######## block 1 ########
block_1/m4.png
Bar = 10 µm. Cells faint in the background.
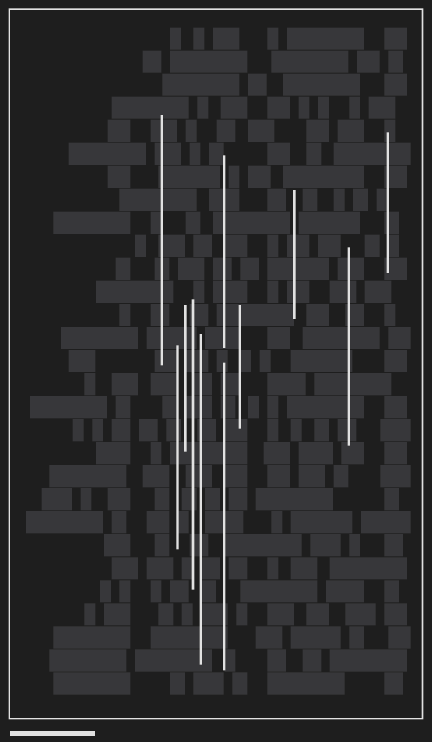
block_1/layers.png
Only two layers are drawn.
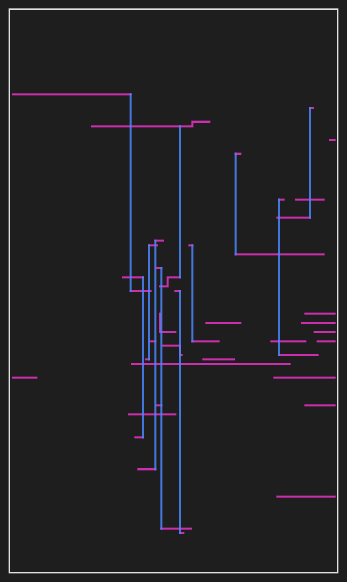
File: src/rtl/led_step_sequencer.sv
// led_step_sequencer
// Steps a bank of N_LED indicator LEDs through one of four patterns at a
// programmable rate. The step rate comes from an internal prescaler that
// produces a single-cycle advance enable, so everything runs on FPGA_CLK.
//
// Ports
//   FPGA_CLK    system clock, rising edge
//   FPGA_RST_N  asynchronous active-low reset
//   mode[1:0]   pattern select: 00 rotate-up, 01 rotate-down, 10 bounce, 11 fill
//   run         1 = prescaler counts and auto-steps, 0 = paused
//   step_req    manual advance pulse, honoured only while run=0
//   F_LED       registered LED drive, active-high, bit 0 = LED1
//   step_tick   registered pulse, high the cycle after each pattern advance
//
// Bounce direction register:
//   state    | meaning
//   DIR_UP   | bounce lit LED moving toward the MSB
//   DIR_DOWN | bounce lit LED moving toward bit 0
module led_step_sequencer #(
   parameter int N_LED       = 4,
   parameter int STEP_CYCLES = 25_000_000
) (
   input  logic             FPGA_CLK,
   input  logic             FPGA_RST_N,
   input  logic [1:0]       mode,
   input  logic             run,
   input  logic             step_req,
   output logic [N_LED-1:0] F_LED,
   output logic             step_tick
);

   localparam int PW = $clog2(STEP_CYCLES);
   localparam logic [PW-1:0]    PRESC_MAX = PW'(STEP_CYCLES - 1);
   localparam logic [N_LED-1:0] LED_FIRST = N_LED'(1);
   localparam logic [N_LED-1:0] LED_ALL   = '1;

   localparam logic [1:0] MODE_ROT_UP   = 2'b00;
   localparam logic [1:0] MODE_ROT_DOWN = 2'b01;
   localparam logic [1:0] MODE_BOUNCE   = 2'b10;
   localparam logic [1:0] MODE_FILL     = 2'b11;

   typedef enum logic {
      DIR_UP   = 1'b0,
      DIR_DOWN = 1'b1
   } dir_t;

   dir_t             dir_q, dir_d, dir_nx;
   logic [1:0]       mode_q;
   logic [PW-1:0]    presc_q, presc_d;
   logic [N_LED-1:0] led_d, led_nx;
   logic             tick_d;
   logic             mode_chg;
   logic             term_cnt;
   logic             advance;

   always_ff @(posedge FPGA_CLK or negedge FPGA_RST_N) begin
      if (!FPGA_RST_N) begin
         F_LED     <= LED_FIRST;
         presc_q   <= '0;
         dir_q     <= DIR_UP;
         mode_q    <= MODE_ROT_UP;
         step_tick <= 1'b0;
      end else begin
         F_LED     <= led_d;
         presc_q   <= presc_d;
         dir_q     <= dir_d;
         mode_q    <= mode;
         step_tick <= tick_d;
      end
   end

   // Next pattern value for the currently latched mode.
   always_comb begin
      led_nx = F_LED;
      dir_nx = dir_q;
      case (mode_q)
         MODE_ROT_UP:   led_nx = {F_LED[N_LED-2:0], F_LED[N_LED-1]};
         MODE_ROT_DOWN: led_nx = {F_LED[0], F_LED[N_LED-1:1]};
         MODE_BOUNCE: begin
            // Direction flips on the step that lands on an end LED, so the
            // end LEDs stay lit for exactly one step.
            if (dir_q == DIR_UP) begin
               led_nx = F_LED << 1;
               if (led_nx[N_LED-1]) dir_nx = DIR_DOWN;
            end else begin
               led_nx = F_LED >> 1;
               if (led_nx[0]) dir_nx = DIR_UP;
            end
         end
         MODE_FILL: begin
            if (F_LED == LED_ALL) led_nx = '0;
            else                  led_nx = {F_LED[N_LED-2:0], 1'b1};
         end
         default: led_nx = F_LED;
      endcase
   end

   always_comb begin
      mode_chg = (mode != mode_q);
      term_cnt = run && (presc_q == PRESC_MAX);
      advance  = term_cnt || (!run && step_req);

      presc_d = presc_q;
      led_d   = F_LED;
      dir_d   = dir_q;
      tick_d  = 1'b0;

      if (mode_chg) begin
         // Restart the new pattern cleanly; a coincident advance is dropped.
         presc_d = '0;
         led_d   = LED_FIRST;
         dir_d   = DIR_UP;
      end else begin
         if (run) presc_d = term_cnt ? '0 : presc_q + PW'(1);
         if (advance) begin
            led_d  = led_nx;
            dir_d  = dir_nx;
            tick_d = 1'b1;
         end
      end
   end

endmodule
File: config.mk
export PLATFORM = sky130hd
export DESIGN_NAME = led_step_sequencer
export DESIGN_NICKNAME = d
export VERILOG_FILES = /design/src/rtl/led_step_sequencer.sv
export SDC_FILE = /design/constraint.sdc
export NUM_CORES = 1
export LEC_CHECK = 0
export CAP_MARGIN = 40
export CELL_PAD_IN_SITES_DETAIL_PLACEMENT = 1
export CELL_PAD_IN_SITES_GLOBAL_PLACEMENT = 1
export CORE_ASPECT_RATIO = 1.75
export CORE_UTILIZATION = 47
export CTS_BUF_LIST = sky130_fd_sc_hd__clkbuf_4
export CTS_CLUSTER_DIAMETER = 60
export DETAILED_ROUTE_END_ITERATION = 12
export PLACE_DENSITY = 0.92
export SLEW_MARGIN = 30
export SYNTH_ARGS = -nofsm -noshare
export SYNTH_HDL_FRONTEND = slang
export SYNTH_SLANG_ARGS = --single-unit
File: constraint.sdc
create_clock -name FPGA_CLK -period 2.05 [get_ports FPGA_CLK]
set_input_delay 0.5125 -clock FPGA_CLK [delete_from_list [all_inputs] [get_ports FPGA_CLK]]
set_output_delay 0.5125 -clock FPGA_CLK [all_outputs]
set_load 0.1 [all_outputs]
==> results.yml <==
# physical design summary
cells_and_area:
  clock_area_share_pct: 2.81
  finalNonFillerCells: 259
  final_common_cell: "dfrtp_1"
  sh_comb_area_pct: 43.5
status:
  status: "complete, but fails checks"
  violations: "negative setup slack"
critical_path:
  startpoint: "mode[1]"
  critPathTopFamily: "AND-OR/OR-AND gates"
  path_class: "in2reg"
  setup.worst_path.end: "presc_q[21]"
  r2r_start: "presc_q[1]"
global_routing:
  antenna_found_initial: 0
floorplanning:
  die_w_um: 48.6
  num_rows: 29
timing:
  setup_slack_ns: -0.00539
  setup_viol: 1
  fmax_ghz: 0.487
yosys:
  netlist_instances: 190
  yosys-top-cells-area: "dfrtp_1 (45%), xor2_1 (6.9%), nor2_1 (5.0%)"
detailed_routing:
  wire_per_inst_um: 21.0
## Picture notes: block_1/m4.png
longest straight run = 38.8 µm
main direction = vertical
share of all routed wire = 5.0%
nets with wire on the layer = 11

## Picture notes: block_1/layers.png
M3 -> magenta  # wire length 188 µm
M4 -> blue  # wire length 270 µm

[Yosys cell counts, drive strengths merged (2+ instances only)]
library cell	instances
a211oi	4
a21o	2
a21oi	11
a221oi	2
and2	3
and3	3
and4	6
buf	3
clkbuf	4
dfrtp	32
inv	6
nand2	15
nand2b	2
nand3	13
nand3b	2
nand4	7
nor2	24
nor3	3
nor4	7
o21ai	3
o31ai	3
or3	3
xnor2	7
xor2	14
[state kept, by name, indices dropped and copies added (netlist names)]
signal,count
F_LED,4
dir_q,1
mode_q,2
step_tick,1
presc_q,25
[timing repair]
item	in CTS	in global routing
setup buffers	2	0
gates resized	0	3
setup endpoints to repair	1	5
[power by group]
group	internal [mW]	switching (mW)	leakage, nW
Combinational	0.0652	0.109	0.367
Sequential	0.659	0.0155	0.452
Clock	0.176	0.205	0.0368
[metal layers]
layer | vias to the layer above | global-route usage (%) | routed length, µm | share of wire, %
li1 | 719 | - | - | -
met1 | 809 | 27.8 | 1920 | 35
met2 | 51 | 53.5 | 3050 | 56
met3 | 24 | 5.10 | 188 | 3.5
met4 | 0 | 15.0 | 269 | 5.0
met5 | - | 0 | 0 | 0

######## block 2 ########
block_2/m2.png
Cells faint in the background.
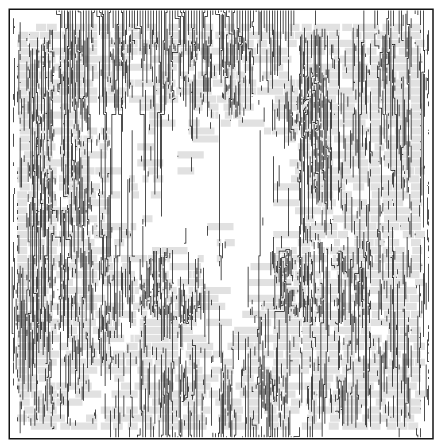
block_2/layers.png
Only two layers are drawn.
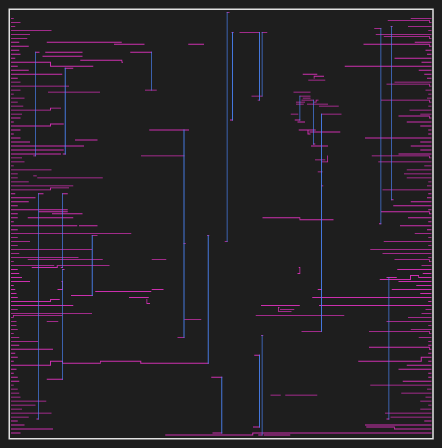
block_2/clock_nets.png
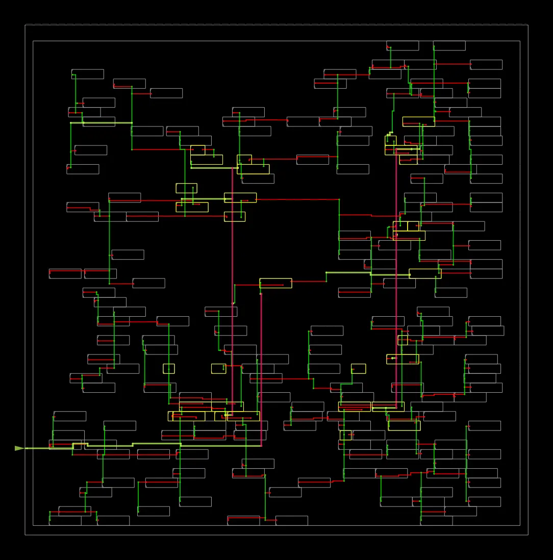
--- config.mk ---
export PLATFORM = sky130hd
export DESIGN_NAME = axil_ocl_fabric
export DESIGN_NICKNAME = d
export VERILOG_FILES = /design/src/rtl/axil_ocl_pkg.sv /design/src/rtl/axil_ocl_decode.sv /design/src/rtl/axil_ocl_fabric.sv
export SDC_FILE = /design/constraint.sdc
export NUM_CORES = 1
export LEC_CHECK = 0
export CORE_AREA = 2 2 142 144
export DETAILED_ROUTE_END_ITERATION = 6
export DIE_AREA = 0 0 144 146
export PLACE_DENSITY = 0.88
export SYNTH_ARGS = -nofsm -noshare
export SYNTH_HDL_FRONTEND = slang
export SYNTH_HIERARCHICAL = 1
export SYNTH_SLANG_ARGS = --single-unit
export TNS_END_PERCENT = 1
--- constraint.sdc ---
create_clock -name clk_main_a0 -period 6.7 [get_ports clk_main_a0]
set_input_delay 1.005 -clock clk_main_a0 [delete_from_list [all_inputs] [get_ports clk_main_a0]]
set_output_delay 1.005 -clock clk_main_a0 [all_outputs]
set_load 0.05 [all_outputs]
--- src/rtl/axil_ocl_pkg.sv ---
// Shared constants and state types for the OCL BAR0 AXI-Lite fabric.
package axil_ocl_pkg;

  localparam logic [1:0]  RESP_OKAY     = 2'b00;
  localparam logic [1:0]  RESP_SLVERR   = 2'b10;
  localparam logic [1:0]  RESP_DECERR   = 2'b11;
  localparam logic [31:0] TIMEOUT_RDATA = 32'hDEAD_BEEF;

  typedef enum logic [1:0] {
    WR_IDLE = 2'd0,
    WR_REQ  = 2'd1,
    WR_RESP = 2'd2
  } wr_state_e;

  typedef enum logic [1:0] {
    RD_IDLE = 2'd0,
    RD_REQ  = 2'd1,
    RD_RESP = 2'd2
  } rd_state_e;

  // Add 0..2 error events to the counter, clamping at all-ones.
  function automatic logic [15:0] sat_add16(input logic [15:0] a, input logic [1:0] b);
    logic [16:0] sum;
    sum = {1'b0, a} + {15'd0, b};
    return sum[16] ? 16'hFFFF : sum[15:0];
  endfunction

endpackage

--- src/rtl/axil_ocl_decode.sv ---
// Combinational address decode into NUM_TGT equal regions of 2**REGION_BITS bytes.
module axil_ocl_decode #(
  parameter int unsigned ADDR_W      = 32,
  parameter int unsigned NUM_TGT     = 4,
  parameter int unsigned REGION_BITS = 12,
  parameter int unsigned IDX_W       = (NUM_TGT > 1) ? $clog2(NUM_TGT) : 1
) (
  input  logic [ADDR_W-1:0]  i_addr,
  output logic [IDX_W-1:0]   o_idx,
  output logic [NUM_TGT-1:0] o_onehot,
  output logic               o_valid
);

  logic [ADDR_W-1:0] w_region;

  always_comb begin
    w_region = i_addr >> REGION_BITS;
    o_valid  = (w_region < ADDR_W'(NUM_TGT));
    o_idx    = w_region[IDX_W-1:0];
    o_onehot = '0;
    for (int i = 0; i < NUM_TGT; i++) begin
      o_onehot[i] = o_valid && (w_region == ADDR_W'(i));
    end
  end

endmodule

--- src/rtl/axil_ocl_fabric.sv ---
// AXI-Lite slave front-end fanning out to NUM_TGT req/ack register targets, with
// independent read/write paths, DECERR/SLVERR reporting and a saturating error counter.
module axil_ocl_fabric
  import axil_ocl_pkg::*;
#(
  parameter int unsigned ADDR_W         = 32,
  parameter int unsigned NUM_TGT        = 4,
  parameter int unsigned REGION_BITS    = 12,
  parameter int unsigned TIMEOUT_CYCLES = 256
) (
  input  logic                    clk_main_a0,
  input  logic                    rst_main_n,
  input  logic                    s_awvalid,
  output logic                    s_awready,
  input  logic [ADDR_W-1:0]       s_awaddr,
  input  logic                    s_wvalid,
  output logic                    s_wready,
  input  logic [31:0]             s_wdata,
  input  logic [3:0]              s_wstrb,
  output logic                    s_bvalid,
  input  logic                    s_bready,
  output logic [1:0]              s_bresp,
  input  logic                    s_arvalid,
  output logic                    s_arready,
  input  logic [ADDR_W-1:0]       s_araddr,
  output logic                    s_rvalid,
  input  logic                    s_rready,
  output logic [31:0]             s_rdata,
  output logic [1:0]              s_rresp,
  output logic [NUM_TGT-1:0]      t_wr_req,
  output logic [REGION_BITS-1:0]  t_wr_addr,
  output logic [31:0]             t_wr_data,
  output logic [3:0]              t_wr_strb,
  input  logic [NUM_TGT-1:0]      t_wr_ack,
  output logic [NUM_TGT-1:0]      t_rd_req,
  output logic [REGION_BITS-1:0]  t_rd_addr,
  input  logic [NUM_TGT-1:0]      t_rd_ack,
  input  logic [NUM_TGT*32-1:0]   t_rd_data,
  output logic [15:0]             err_cnt
);

  localparam int unsigned IDX_W = (NUM_TGT > 1) ? $clog2(NUM_TGT) : 1;
  localparam int unsigned TO_W  = $clog2(TIMEOUT_CYCLES);
  localparam logic [TO_W-1:0] TO_LAST = TO_W'(TIMEOUT_CYCLES - 1);

  // ---------------- write path ----------------
  wr_state_e          r_wr_state, w_wr_state_nxt;
  logic               r_aw_held, w_aw_held_nxt;
  logic               r_w_held, w_w_held_nxt;
  logic [TO_W-1:0]    r_wr_cnt, w_wr_cnt_nxt;
  logic [1:0]         r_bresp, w_bresp_nxt;
  logic [ADDR_W-1:0]  r_awaddr;
  logic [31:0]        r_wdata;
  logic [3:0]         r_wstrb;

  logic               w_aw_hs, w_w_hs;
  logic [ADDR_W-1:0]  w_wr_addr_sel;
  logic [IDX_W-1:0]   w_wr_idx;
  logic [NUM_TGT-1:0] w_wr_onehot;
  logic               w_wr_valid;
  logic               w_wr_ack;

  assign s_awready = (r_wr_state == WR_IDLE) && !r_aw_held;
  assign s_wready  = (r_wr_state == WR_IDLE) && !r_w_held;
  assign w_aw_hs   = s_awvalid && s_awready;
  assign w_w_hs    = s_wvalid && s_wready;

  // Decode the live address on the cycle it arrives so the req can rise next cycle.
  assign w_wr_addr_sel = w_aw_hs ? s_awaddr : r_awaddr;

  axil_ocl_decode #(
    .ADDR_W      (ADDR_W),
    .NUM_TGT     (NUM_TGT),
    .REGION_BITS (REGION_BITS),
    .IDX_W       (IDX_W)
  ) u_wr_decode (
    .i_addr   (w_wr_addr_sel),
    .o_idx    (w_wr_idx),
    .o_onehot (w_wr_onehot),
    .o_valid  (w_wr_valid)
  );

  assign w_wr_ack = t_wr_ack[w_wr_idx];

  always_comb begin
    w_wr_state_nxt = r_wr_state;
    w_aw_held_nxt  = r_aw_held;
    w_w_held_nxt   = r_w_held;
    w_wr_cnt_nxt   = r_wr_cnt;
    w_bresp_nxt    = r_bresp;
    unique case (r_wr_state)
      WR_IDLE: begin
        w_wr_cnt_nxt = '0;
        if (w_aw_hs) w_aw_held_nxt = 1'b1;
        if (w_w_hs)  w_w_held_nxt  = 1'b1;
        if (w_aw_held_nxt && w_w_held_nxt) begin
          if (w_wr_valid) begin
            w_wr_state_nxt = WR_REQ;
          end else begin
            w_wr_state_nxt = WR_RESP;
            w_bresp_nxt    = RESP_DECERR;
          end
        end
      end
      WR_REQ: begin
        if (w_wr_ack) begin
          w_wr_state_nxt = WR_RESP;
          w_bresp_nxt    = RESP_OKAY;
        end else if (r_wr_cnt == TO_LAST) begin
          w_wr_state_nxt = WR_RESP;
          w_bresp_nxt    = RESP_SLVERR;
        end else begin
          w_wr_cnt_nxt = r_wr_cnt + 1'b1;
        end
      end
      WR_RESP: begin
        if (s_bready) begin
          w_wr_state_nxt = WR_IDLE;
          w_aw_held_nxt  = 1'b0;
          w_w_held_nxt   = 1'b0;
        end
      end
      default: w_wr_state_nxt = WR_IDLE;
    endcase
  end

  always_ff @(posedge clk_main_a0 or negedge rst_main_n) begin
    if (!rst_main_n) begin
      r_wr_state <= WR_IDLE;
      r_aw_held  <= 1'b0;
      r_w_held   <= 1'b0;
      r_wr_cnt   <= '0;
      r_bresp    <= RESP_OKAY;
      r_awaddr   <= '0;
      r_wdata    <= '0;
      r_wstrb    <= '0;
    end else begin
      r_wr_state <= w_wr_state_nxt;
      r_aw_held  <= w_aw_held_nxt;
      r_w_held   <= w_w_held_nxt;
      r_wr_cnt   <= w_wr_cnt_nxt;
      r_bresp    <= w_bresp_nxt;
      if (w_aw_hs) r_awaddr <= s_awaddr;
      if (w_w_hs) begin
        r_wdata <= s_wdata;
        r_wstrb <= s_wstrb;
      end
    end
  end

  assign t_wr_req  = (r_wr_state == WR_REQ) ? w_wr_onehot : '0;
  assign t_wr_addr = r_awaddr[REGION_BITS-1:0];
  assign t_wr_data = r_wdata;
  assign t_wr_strb = r_wstrb;
  assign s_bvalid  = (r_wr_state == WR_RESP);
  assign s_bresp   = r_bresp;

  // ---------------- read path ----------------
  rd_state_e          r_rd_state, w_rd_state_nxt;
  logic [TO_W-1:0]    r_rd_cnt, w_rd_cnt_nxt;
  logic [1:0]         r_rresp, w_rresp_nxt;
  logic [31:0]        r_rdata, w_rdata_nxt;
  logic [ADDR_W-1:0]  r_araddr;

  logic               w_ar_hs;
  logic [ADDR_W-1:0]  w_rd_addr_sel;
  logic [IDX_W-1:0]   w_rd_idx;
  logic [NUM_TGT-1:0] w_rd_onehot;
  logic               w_rd_valid;
  logic               w_rd_ack;
  logic [31:0]        w_rd_slice;

  assign s_arready     = (r_rd_state == RD_IDLE);
  assign w_ar_hs       = s_arvalid && s_arready;
  assign w_rd_addr_sel = (r_rd_state == RD_IDLE) ? s_araddr : r_araddr;

  axil_ocl_decode #(
    .ADDR_W      (ADDR_W),
    .NUM_TGT     (NUM_TGT),
    .REGION_BITS (REGION_BITS),
    .IDX_W       (IDX_W)
  ) u_rd_decode (
    .i_addr   (w_rd_addr_sel),
    .o_idx    (w_rd_idx),
    .o_onehot (w_rd_onehot),
    .o_valid  (w_rd_valid)
  );

  assign w_rd_ack = t_rd_ack[w_rd_idx];

  always_comb begin
    w_rd_slice = '0;
    for (int i = 0; i < NUM_TGT; i++) begin
      if (w_rd_onehot[i]) w_rd_slice = t_rd_data[i*32 +: 32];
    end
  end

  always_comb begin
    w_rd_state_nxt = r_rd_state;
    w_rd_cnt_nxt   = r_rd_cnt;
    w_rresp_nxt    = r_rresp;
    w_rdata_nxt    = r_rdata;
    unique case (r_rd_state)
      RD_IDLE: begin
        w_rd_cnt_nxt = '0;
        if (w_ar_hs) begin
          if (w_rd_valid) begin
            w_rd_state_nxt = RD_REQ;
          end else begin
            w_rd_state_nxt = RD_RESP;
            w_rresp_nxt    = RESP_DECERR;
            w_rdata_nxt    = '0;
          end
        end
      end
      RD_REQ: begin
        if (w_rd_ack) begin
          w_rd_state_nxt = RD_RESP;
          w_rresp_nxt    = RESP_OKAY;
          w_rdata_nxt    = w_rd_slice;
        end else if (r_rd_cnt == TO_LAST) begin
          w_rd_state_nxt = RD_RESP;
          w_rresp_nxt    = RESP_SLVERR;
          w_rdata_nxt    = TIMEOUT_RDATA;
        end else begin
          w_rd_cnt_nxt = r_rd_cnt + 1'b1;
        end
      end
      RD_RESP: begin
        if (s_rready) w_rd_state_nxt = RD_IDLE;
      end
      default: w_rd_state_nxt = RD_IDLE;
    endcase
  end

  always_ff @(posedge clk_main_a0 or negedge rst_main_n) begin
    if (!rst_main_n) begin
      r_rd_state <= RD_IDLE;
      r_rd_cnt   <= '0;
      r_rresp    <= RESP_OKAY;
      r_rdata    <= '0;
      r_araddr   <= '0;
    end else begin
      r_rd_state <= w_rd_state_nxt;
      r_rd_cnt   <= w_rd_cnt_nxt;
      r_rresp    <= w_rresp_nxt;
      r_rdata    <= w_rdata_nxt;
      if (w_ar_hs) r_araddr <= s_araddr;
    end
  end

  assign t_rd_req  = (r_rd_state == RD_REQ) ? w_rd_onehot : '0;
  assign t_rd_addr = r_araddr[REGION_BITS-1:0];
  assign s_rvalid  = (r_rd_state == RD_RESP);
  assign s_rresp   = r_rresp;
  assign s_rdata   = r_rdata;

  // ---------------- error counter ----------------
  logic        w_b_err, w_r_err;
  logic [15:0] r_err_cnt;

  assign w_b_err = s_bvalid && s_bready && (r_bresp != RESP_OKAY);
  assign w_r_err = s_rvalid && s_rready && (r_rresp != RESP_OKAY);

  always_ff @(posedge clk_main_a0 or negedge rst_main_n) begin
    if (!rst_main_n) begin
      r_err_cnt <= '0;
    end else if (w_b_err || w_r_err) begin
      r_err_cnt <= sat_add16(r_err_cnt, {1'b0, w_b_err} + {1'b0, w_r_err});
    end
  end

  assign err_cnt = r_err_cnt;

endmodule

==> results.yml <==
# physical design summary
placed_design:
  hpwlAfterDp_um: 20500
  placed_cell_area_um2: 12600
floorplanning:
  dieHeight_um: 146
  n_tap_cell: 265
  coreArea_um2: 19300
timing:
  setup_viol: 0
  whs_ns: 0.486
  slew_headroom_pct: 22.7
  fin_crit_ns: 5.78
critical_path:
  arrival_ns: 4.77
  ff2ff_path_depth: 11
  critPathCaptureType: "output pin"
detailed_routing:
  dr.pass1.iters: 5
  drc: 0
  postRouteAntennaNets: 0
job:
  drv_cap: 0
cells_and_area:
  seq_share_pct: 33.1
  clock_area_share_pct: 4.44
  signal_buffers: 376
  final_common_cell: "clkdlybuf4s50_1"
  fillers: 1434
  regArea_um2: 4350
status:
  status: "finished clean"
global_routing:
  grt_pass1_vias: 7945
## Picture notes: block_2/m2.png
nets with wire on the layer = 1215
longest straight run = 57.1 µm
share of all routed wire = 52%
vias: 7733
met2 Resource Use GR: 45.7%
drt total wl: 27300 µm

## Picture notes: block_2/layers.png
M3 -> magenta  # wire length 2380 µm
M4 -> blue  # wire length 853 µm

## Picture notes: block_2/clock_nets.png
CTS Buf Count: 17
flip-flops: 174
CLK BUF: 19
clock latency (worst-skew pair): 0.43 ns
Power Clock: 0.973 mW

## routing by layer
metal / share of wire [%] / vias to the layer above / wire length (µm)
met5: 0 / - / 0
met4: 3.1 / 0 / 853
met3: 8.7 / 49 / 2380
met2: 52 / 377 / 14100
met1: 36 / 3740 / 9970
li1: - / 3567 / -
## worst max-delay path by stage
stage / from / depth (start not counted) / to / slack (ns)
6_report: r_rd_state[1] / 8 / t_rd_req[2] / 0.92
5_1_grt: r_rd_state[0] / 8 / t_rd_req[2] / 0.56
4_1_cts: r_rd_state[0] / 8 / t_rd_req[2] / 0.93
3_5_place_dp: s_awvalid / 8 / t_wr_req[0] / 1.29
3_3_place_gp: s_awvalid / 8 / t_wr_req[1] / 1.36
2_1_floorplan: r_wr_state[0] / 10 / t_wr_req[1] / 1.93
## state kept, by name, indices dropped and copies added (netlist names)
name	cells
r_araddr	32
r_awaddr	32
s_rdata	32
t_wr_data	32
err_cnt	16
r_rd_cnt	8
r_wr_cnt	8
t_wr_strb	4
r_rd_state	2
r_wr_state	2
s_bresp	2
s_rresp	2
r_aw_held	1
r_w_held	1
## power breakdown
group,internal (mW),total [mW],switching [mW]
sequential,1.34,1.51,0.173
combinational,0.808,1.98,1.17
clock,0.509,0.973,0.464

######## block 3 ########
block_3/layers.png
Only two layers are drawn.
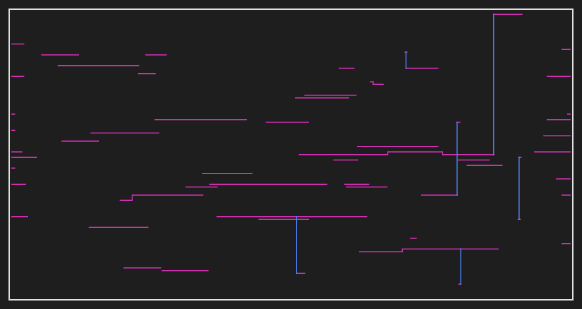
--- src/rtl/gpo_tx_queue.sv ---
// rtl/gpo_tx_queue.sv - queued parallel-output transmitter with active-low INTR strobe.
// Optional receiver-acknowledge handshake with timeout is enabled by defining GPO_TX_ACK_EN.
module gpo_tx_queue #(
  parameter int  DATA_W      = 23,
  parameter int  DEPTH       = 4,
  parameter int  PULSE_W     = 1,
  parameter int  ACK_TIMEOUT = 255,
  localparam int LVL_W       = $clog2(DEPTH + 1)
) (
  input  logic              clk,
  input  logic              reset,
  input  logic [DATA_W-1:0] data_to_send,
  input  logic              start_send,
  input  logic              ack,
  output logic [DATA_W-1:0] GPO,
  output logic              INTR,
  output logic              ready,
  output logic              busy,
  output logic              full,
  output logic [LVL_W-1:0]  level,
  output logic              overflow,
  output logic              timeout
);

  localparam int PTR_W = $clog2(DEPTH);

  typedef enum logic [2:0] {
    S_IDLE,
    S_SETUP,
    S_STROBE,
    S_WAIT_ACK,
    S_DONE
  } state_e;

  state_e              state_q, state_d;
  logic [DATA_W-1:0]   mem_q [DEPTH];
  logic [PTR_W-1:0]    wr_ptr_q, rd_ptr_q;
  logic [LVL_W-1:0]    level_q, level_d;
  logic [7:0]          pulse_cnt_q, pulse_cnt_d;
  logic [DATA_W-1:0]   gpo_q;
  logic                intr_q, ready_q, busy_q, full_q, overflow_q, timeout_q;
  logic                push, pop, timeout_d;

`ifdef GPO_TX_ACK_EN
  logic [15:0]         ack_cnt_q, ack_cnt_d;
`else
  logic                unused_ack;
  assign unused_ack = ack;
`endif

  // Fullness is taken from the registered flag, so a same-cycle pop never rescues a push.
  assign push = start_send && !full_q;

  always_comb begin
    state_d     = state_q;
    pulse_cnt_d = pulse_cnt_q;
    pop         = 1'b0;
    timeout_d   = 1'b0;
    level_d     = level_q;
`ifdef GPO_TX_ACK_EN
    ack_cnt_d   = ack_cnt_q;
`endif
    case (state_q)
      S_IDLE: begin
        if (level_q != '0) begin
          pop     = 1'b1;
          state_d = S_SETUP;
        end
      end
      S_SETUP: begin
        state_d     = S_STROBE;
        pulse_cnt_d = '0;
      end
      S_STROBE: begin
        if (pulse_cnt_q == 8'(PULSE_W - 1)) begin
`ifdef GPO_TX_ACK_EN
          state_d   = S_WAIT_ACK;
          ack_cnt_d = '0;
`else
          state_d   = S_DONE;
`endif
        end else begin
          pulse_cnt_d = pulse_cnt_q + 8'd1;
        end
      end
      S_WAIT_ACK: begin
`ifdef GPO_TX_ACK_EN
        // ack takes priority over the final timeout cycle.
        if (ack) begin
          state_d = S_DONE;
        end else if (ack_cnt_q == 16'(ACK_TIMEOUT - 1)) begin
          timeout_d = 1'b1;
          state_d   = S_IDLE;
        end else begin
          ack_cnt_d = ack_cnt_q + 16'd1;
        end
`else
        state_d = S_IDLE;
`endif
      end
      S_DONE:  state_d = S_IDLE;
      default: state_d = S_IDLE;
    endcase

    case ({push, pop})
      2'b10:   level_d = level_q + 1'b1;
      2'b01:   level_d = level_q - 1'b1;
      default: level_d = level_q;
    endcase
  end

  always_ff @(posedge clk) begin
    if (push) begin
      mem_q[wr_ptr_q] <= data_to_send;
    end
  end

  always_ff @(posedge clk) begin
    if (reset) begin
      state_q     <= S_IDLE;
      wr_ptr_q    <= '0;
      rd_ptr_q    <= '0;
      level_q     <= '0;
      pulse_cnt_q <= '0;
      gpo_q       <= '0;
      intr_q      <= 1'b1;
      ready_q     <= 1'b0;
      busy_q      <= 1'b0;
      full_q      <= 1'b0;
      overflow_q  <= 1'b0;
      timeout_q   <= 1'b0;
`ifdef GPO_TX_ACK_EN
      ack_cnt_q   <= '0;
`endif
    end else begin
      state_q     <= state_d;
      level_q     <= level_d;
      pulse_cnt_q <= pulse_cnt_d;
      if (push) begin
        wr_ptr_q <= wr_ptr_q + 1'b1;
      end
      if (pop) begin
        gpo_q    <= mem_q[rd_ptr_q];
        rd_ptr_q <= rd_ptr_q + 1'b1;
      end
      // Outputs are registered from next-state values so they line up with the state.
      intr_q      <= (state_d != S_STROBE);
      ready_q     <= (state_d == S_DONE);
      busy_q      <= (state_d != S_IDLE) || (level_d != '0);
      full_q      <= (level_d == LVL_W'(DEPTH));
      overflow_q  <= start_send && full_q;
      timeout_q   <= timeout_d;
`ifdef GPO_TX_ACK_EN
      ack_cnt_q   <= ack_cnt_d;
`endif
    end
  end

  assign GPO      = gpo_q;
  assign INTR     = intr_q;
  assign ready    = ready_q;
  assign busy     = busy_q;
  assign full     = full_q;
  assign level    = level_q;
  assign overflow = overflow_q;
  assign timeout  = timeout_q;

endmodule

--- config.mk ---
export PLATFORM = sky130hd
export DESIGN_NAME = gpo_tx_queue
export DESIGN_NICKNAME = d
export VERILOG_FILES = /design/src/rtl/gpo_tx_queue.sv
export SDC_FILE = /design/constraint.sdc
export NUM_CORES = 1
export LEC_CHECK = 0
export CORE_ASPECT_RATIO = 0.5
export CORE_MARGIN = 2
export CORE_UTILIZATION = 55
export DETAILED_ROUTE_END_ITERATION = 8
export HOLD_SLACK_MARGIN = 0.1
export PLACE_DENSITY = 0.78
export SYNTH_ARGS = -nofsm -noshare
export SYNTH_HDL_FRONTEND = slang
export SYNTH_SLANG_ARGS = --single-unit
--- constraint.sdc ---
create_clock -name clk -period 5.84 [get_ports clk]
set_clock_uncertainty 0.05 [all_clocks]
set_input_delay 0.876 -clock clk [delete_from_list [all_inputs] [get_ports clk]]
set_output_delay 0.876 -clock clk [all_outputs]
set_load 0.02 [all_outputs]
==> results.yml <==
# physical design summary
status:
  status: "finished clean"
timing:
  setup_viol: 0
  rsz0062_at_grt: "false"
  period_used_pct: 62.9
yosys:
  synthAoiAreaFrac_pct: 4.47
  ys_seq_share_pct: 70.7
  syn_nets: 385
  netlist_area_um2: 5210
  ys.warnings.count: 0
  ys.flop_type: "edfxtp_1"
  mux_share_pct: 10.3
critical_path:
  cp.required_ns: 6.04
  startpoint: "level[0]"
  r2r_setup_slack_ns: 2.17
  r2r_start: "level[0]"
  critPathCaptureType: "flip-flop"
detailed_routing:
  top_layer_used: "met4"
  vias_per_cell: 5.59
  dr_wl_met3_um: 525
cells_and_area:
  syn2layout_area_growth_pct: 23.4
  buf_share_pct: 9.22
global_routing:
  grt_start_max_net_pins: 42
floorplanning:
  fp_util_pct: 55.9
job:
  drv_cap: 0
## Picture notes: block_3/layers.png
M4 -> blue  # wire length 96.6 µm
M3 -> magenta  # wire length 525 µm

synthesized netlist by cell type, types with 5 or more instances:
cell type   n
xnor2_1     5
inv_1       8
buf_2       6
edfxtp_1   92
mux4_2     23
nor2_1     19
clkbuf_1   11
nand2_1    50
ha_1        7
dfxtp_1    46
o21ai_0     5
a21oi_1    32
power breakdown:
| group | switching, mW | total [mW] | internal (mW) |
|---|---|---|---|
| Combinational | 0.496 | 0.888 | 0.392 |
| Clock | 0.407 | 1.01 | 0.600 |
| Sequential | 0.116 | 1.33 | 1.22 |
critical path, stage by stage, from the launching register on:
cell and delay [ns]:
dfxtp_1 0.38, nor3_1 0.23, nand2b_1 0.94, inv_2 0.56, ha_1 0.40, fa_1 0.39
xnor2_1 0.16, nor2_1 0.06, xnor2_1 0.25, a21oi_1 0.10
per-stage QoR:
step	std cells	power (mW)	instance area (µm²)	util (%)
2_1_floorplan	350	1.91	5210	-
3_3_place_gp	512	2.19	5870	63.0
3_5_place_dp	512	2.24	5870	63.0
4_1_cts	544	3.26	6430	69.0
5_1_grt	544	3.38	6430	69.0
6_report	544	3.23	6430	69.0


==> notes/layouts.md <==
Pictures saved along the way, in no particular order.

Cell sizes after repair.
image #1
Bar = 50 µm.
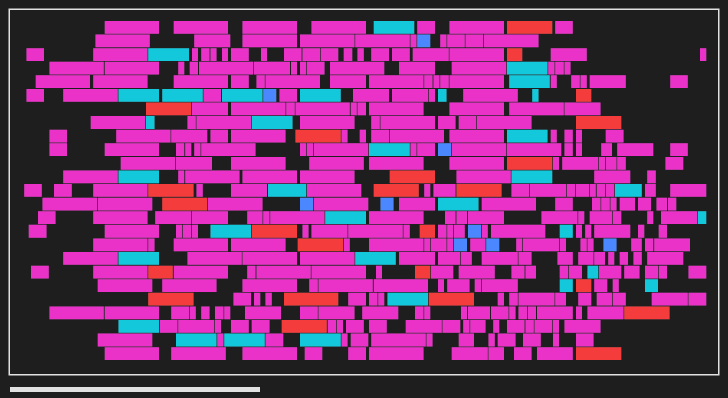
image #2
Bar = 10 µm.
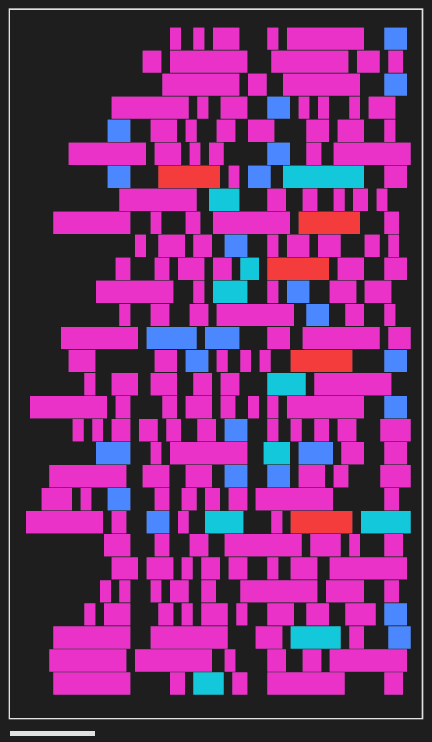
image #3
Bar = 50 µm.
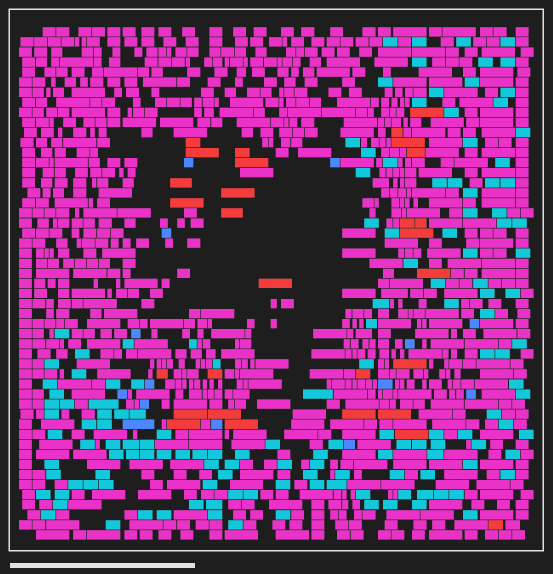
image #2 -> block 1
image #3 -> block 2
image #1 -> block 3
- smallest die: image #2
- fewest cells: image #2

Power figures rest on the tool's default switching activity, not on a simulated workload.
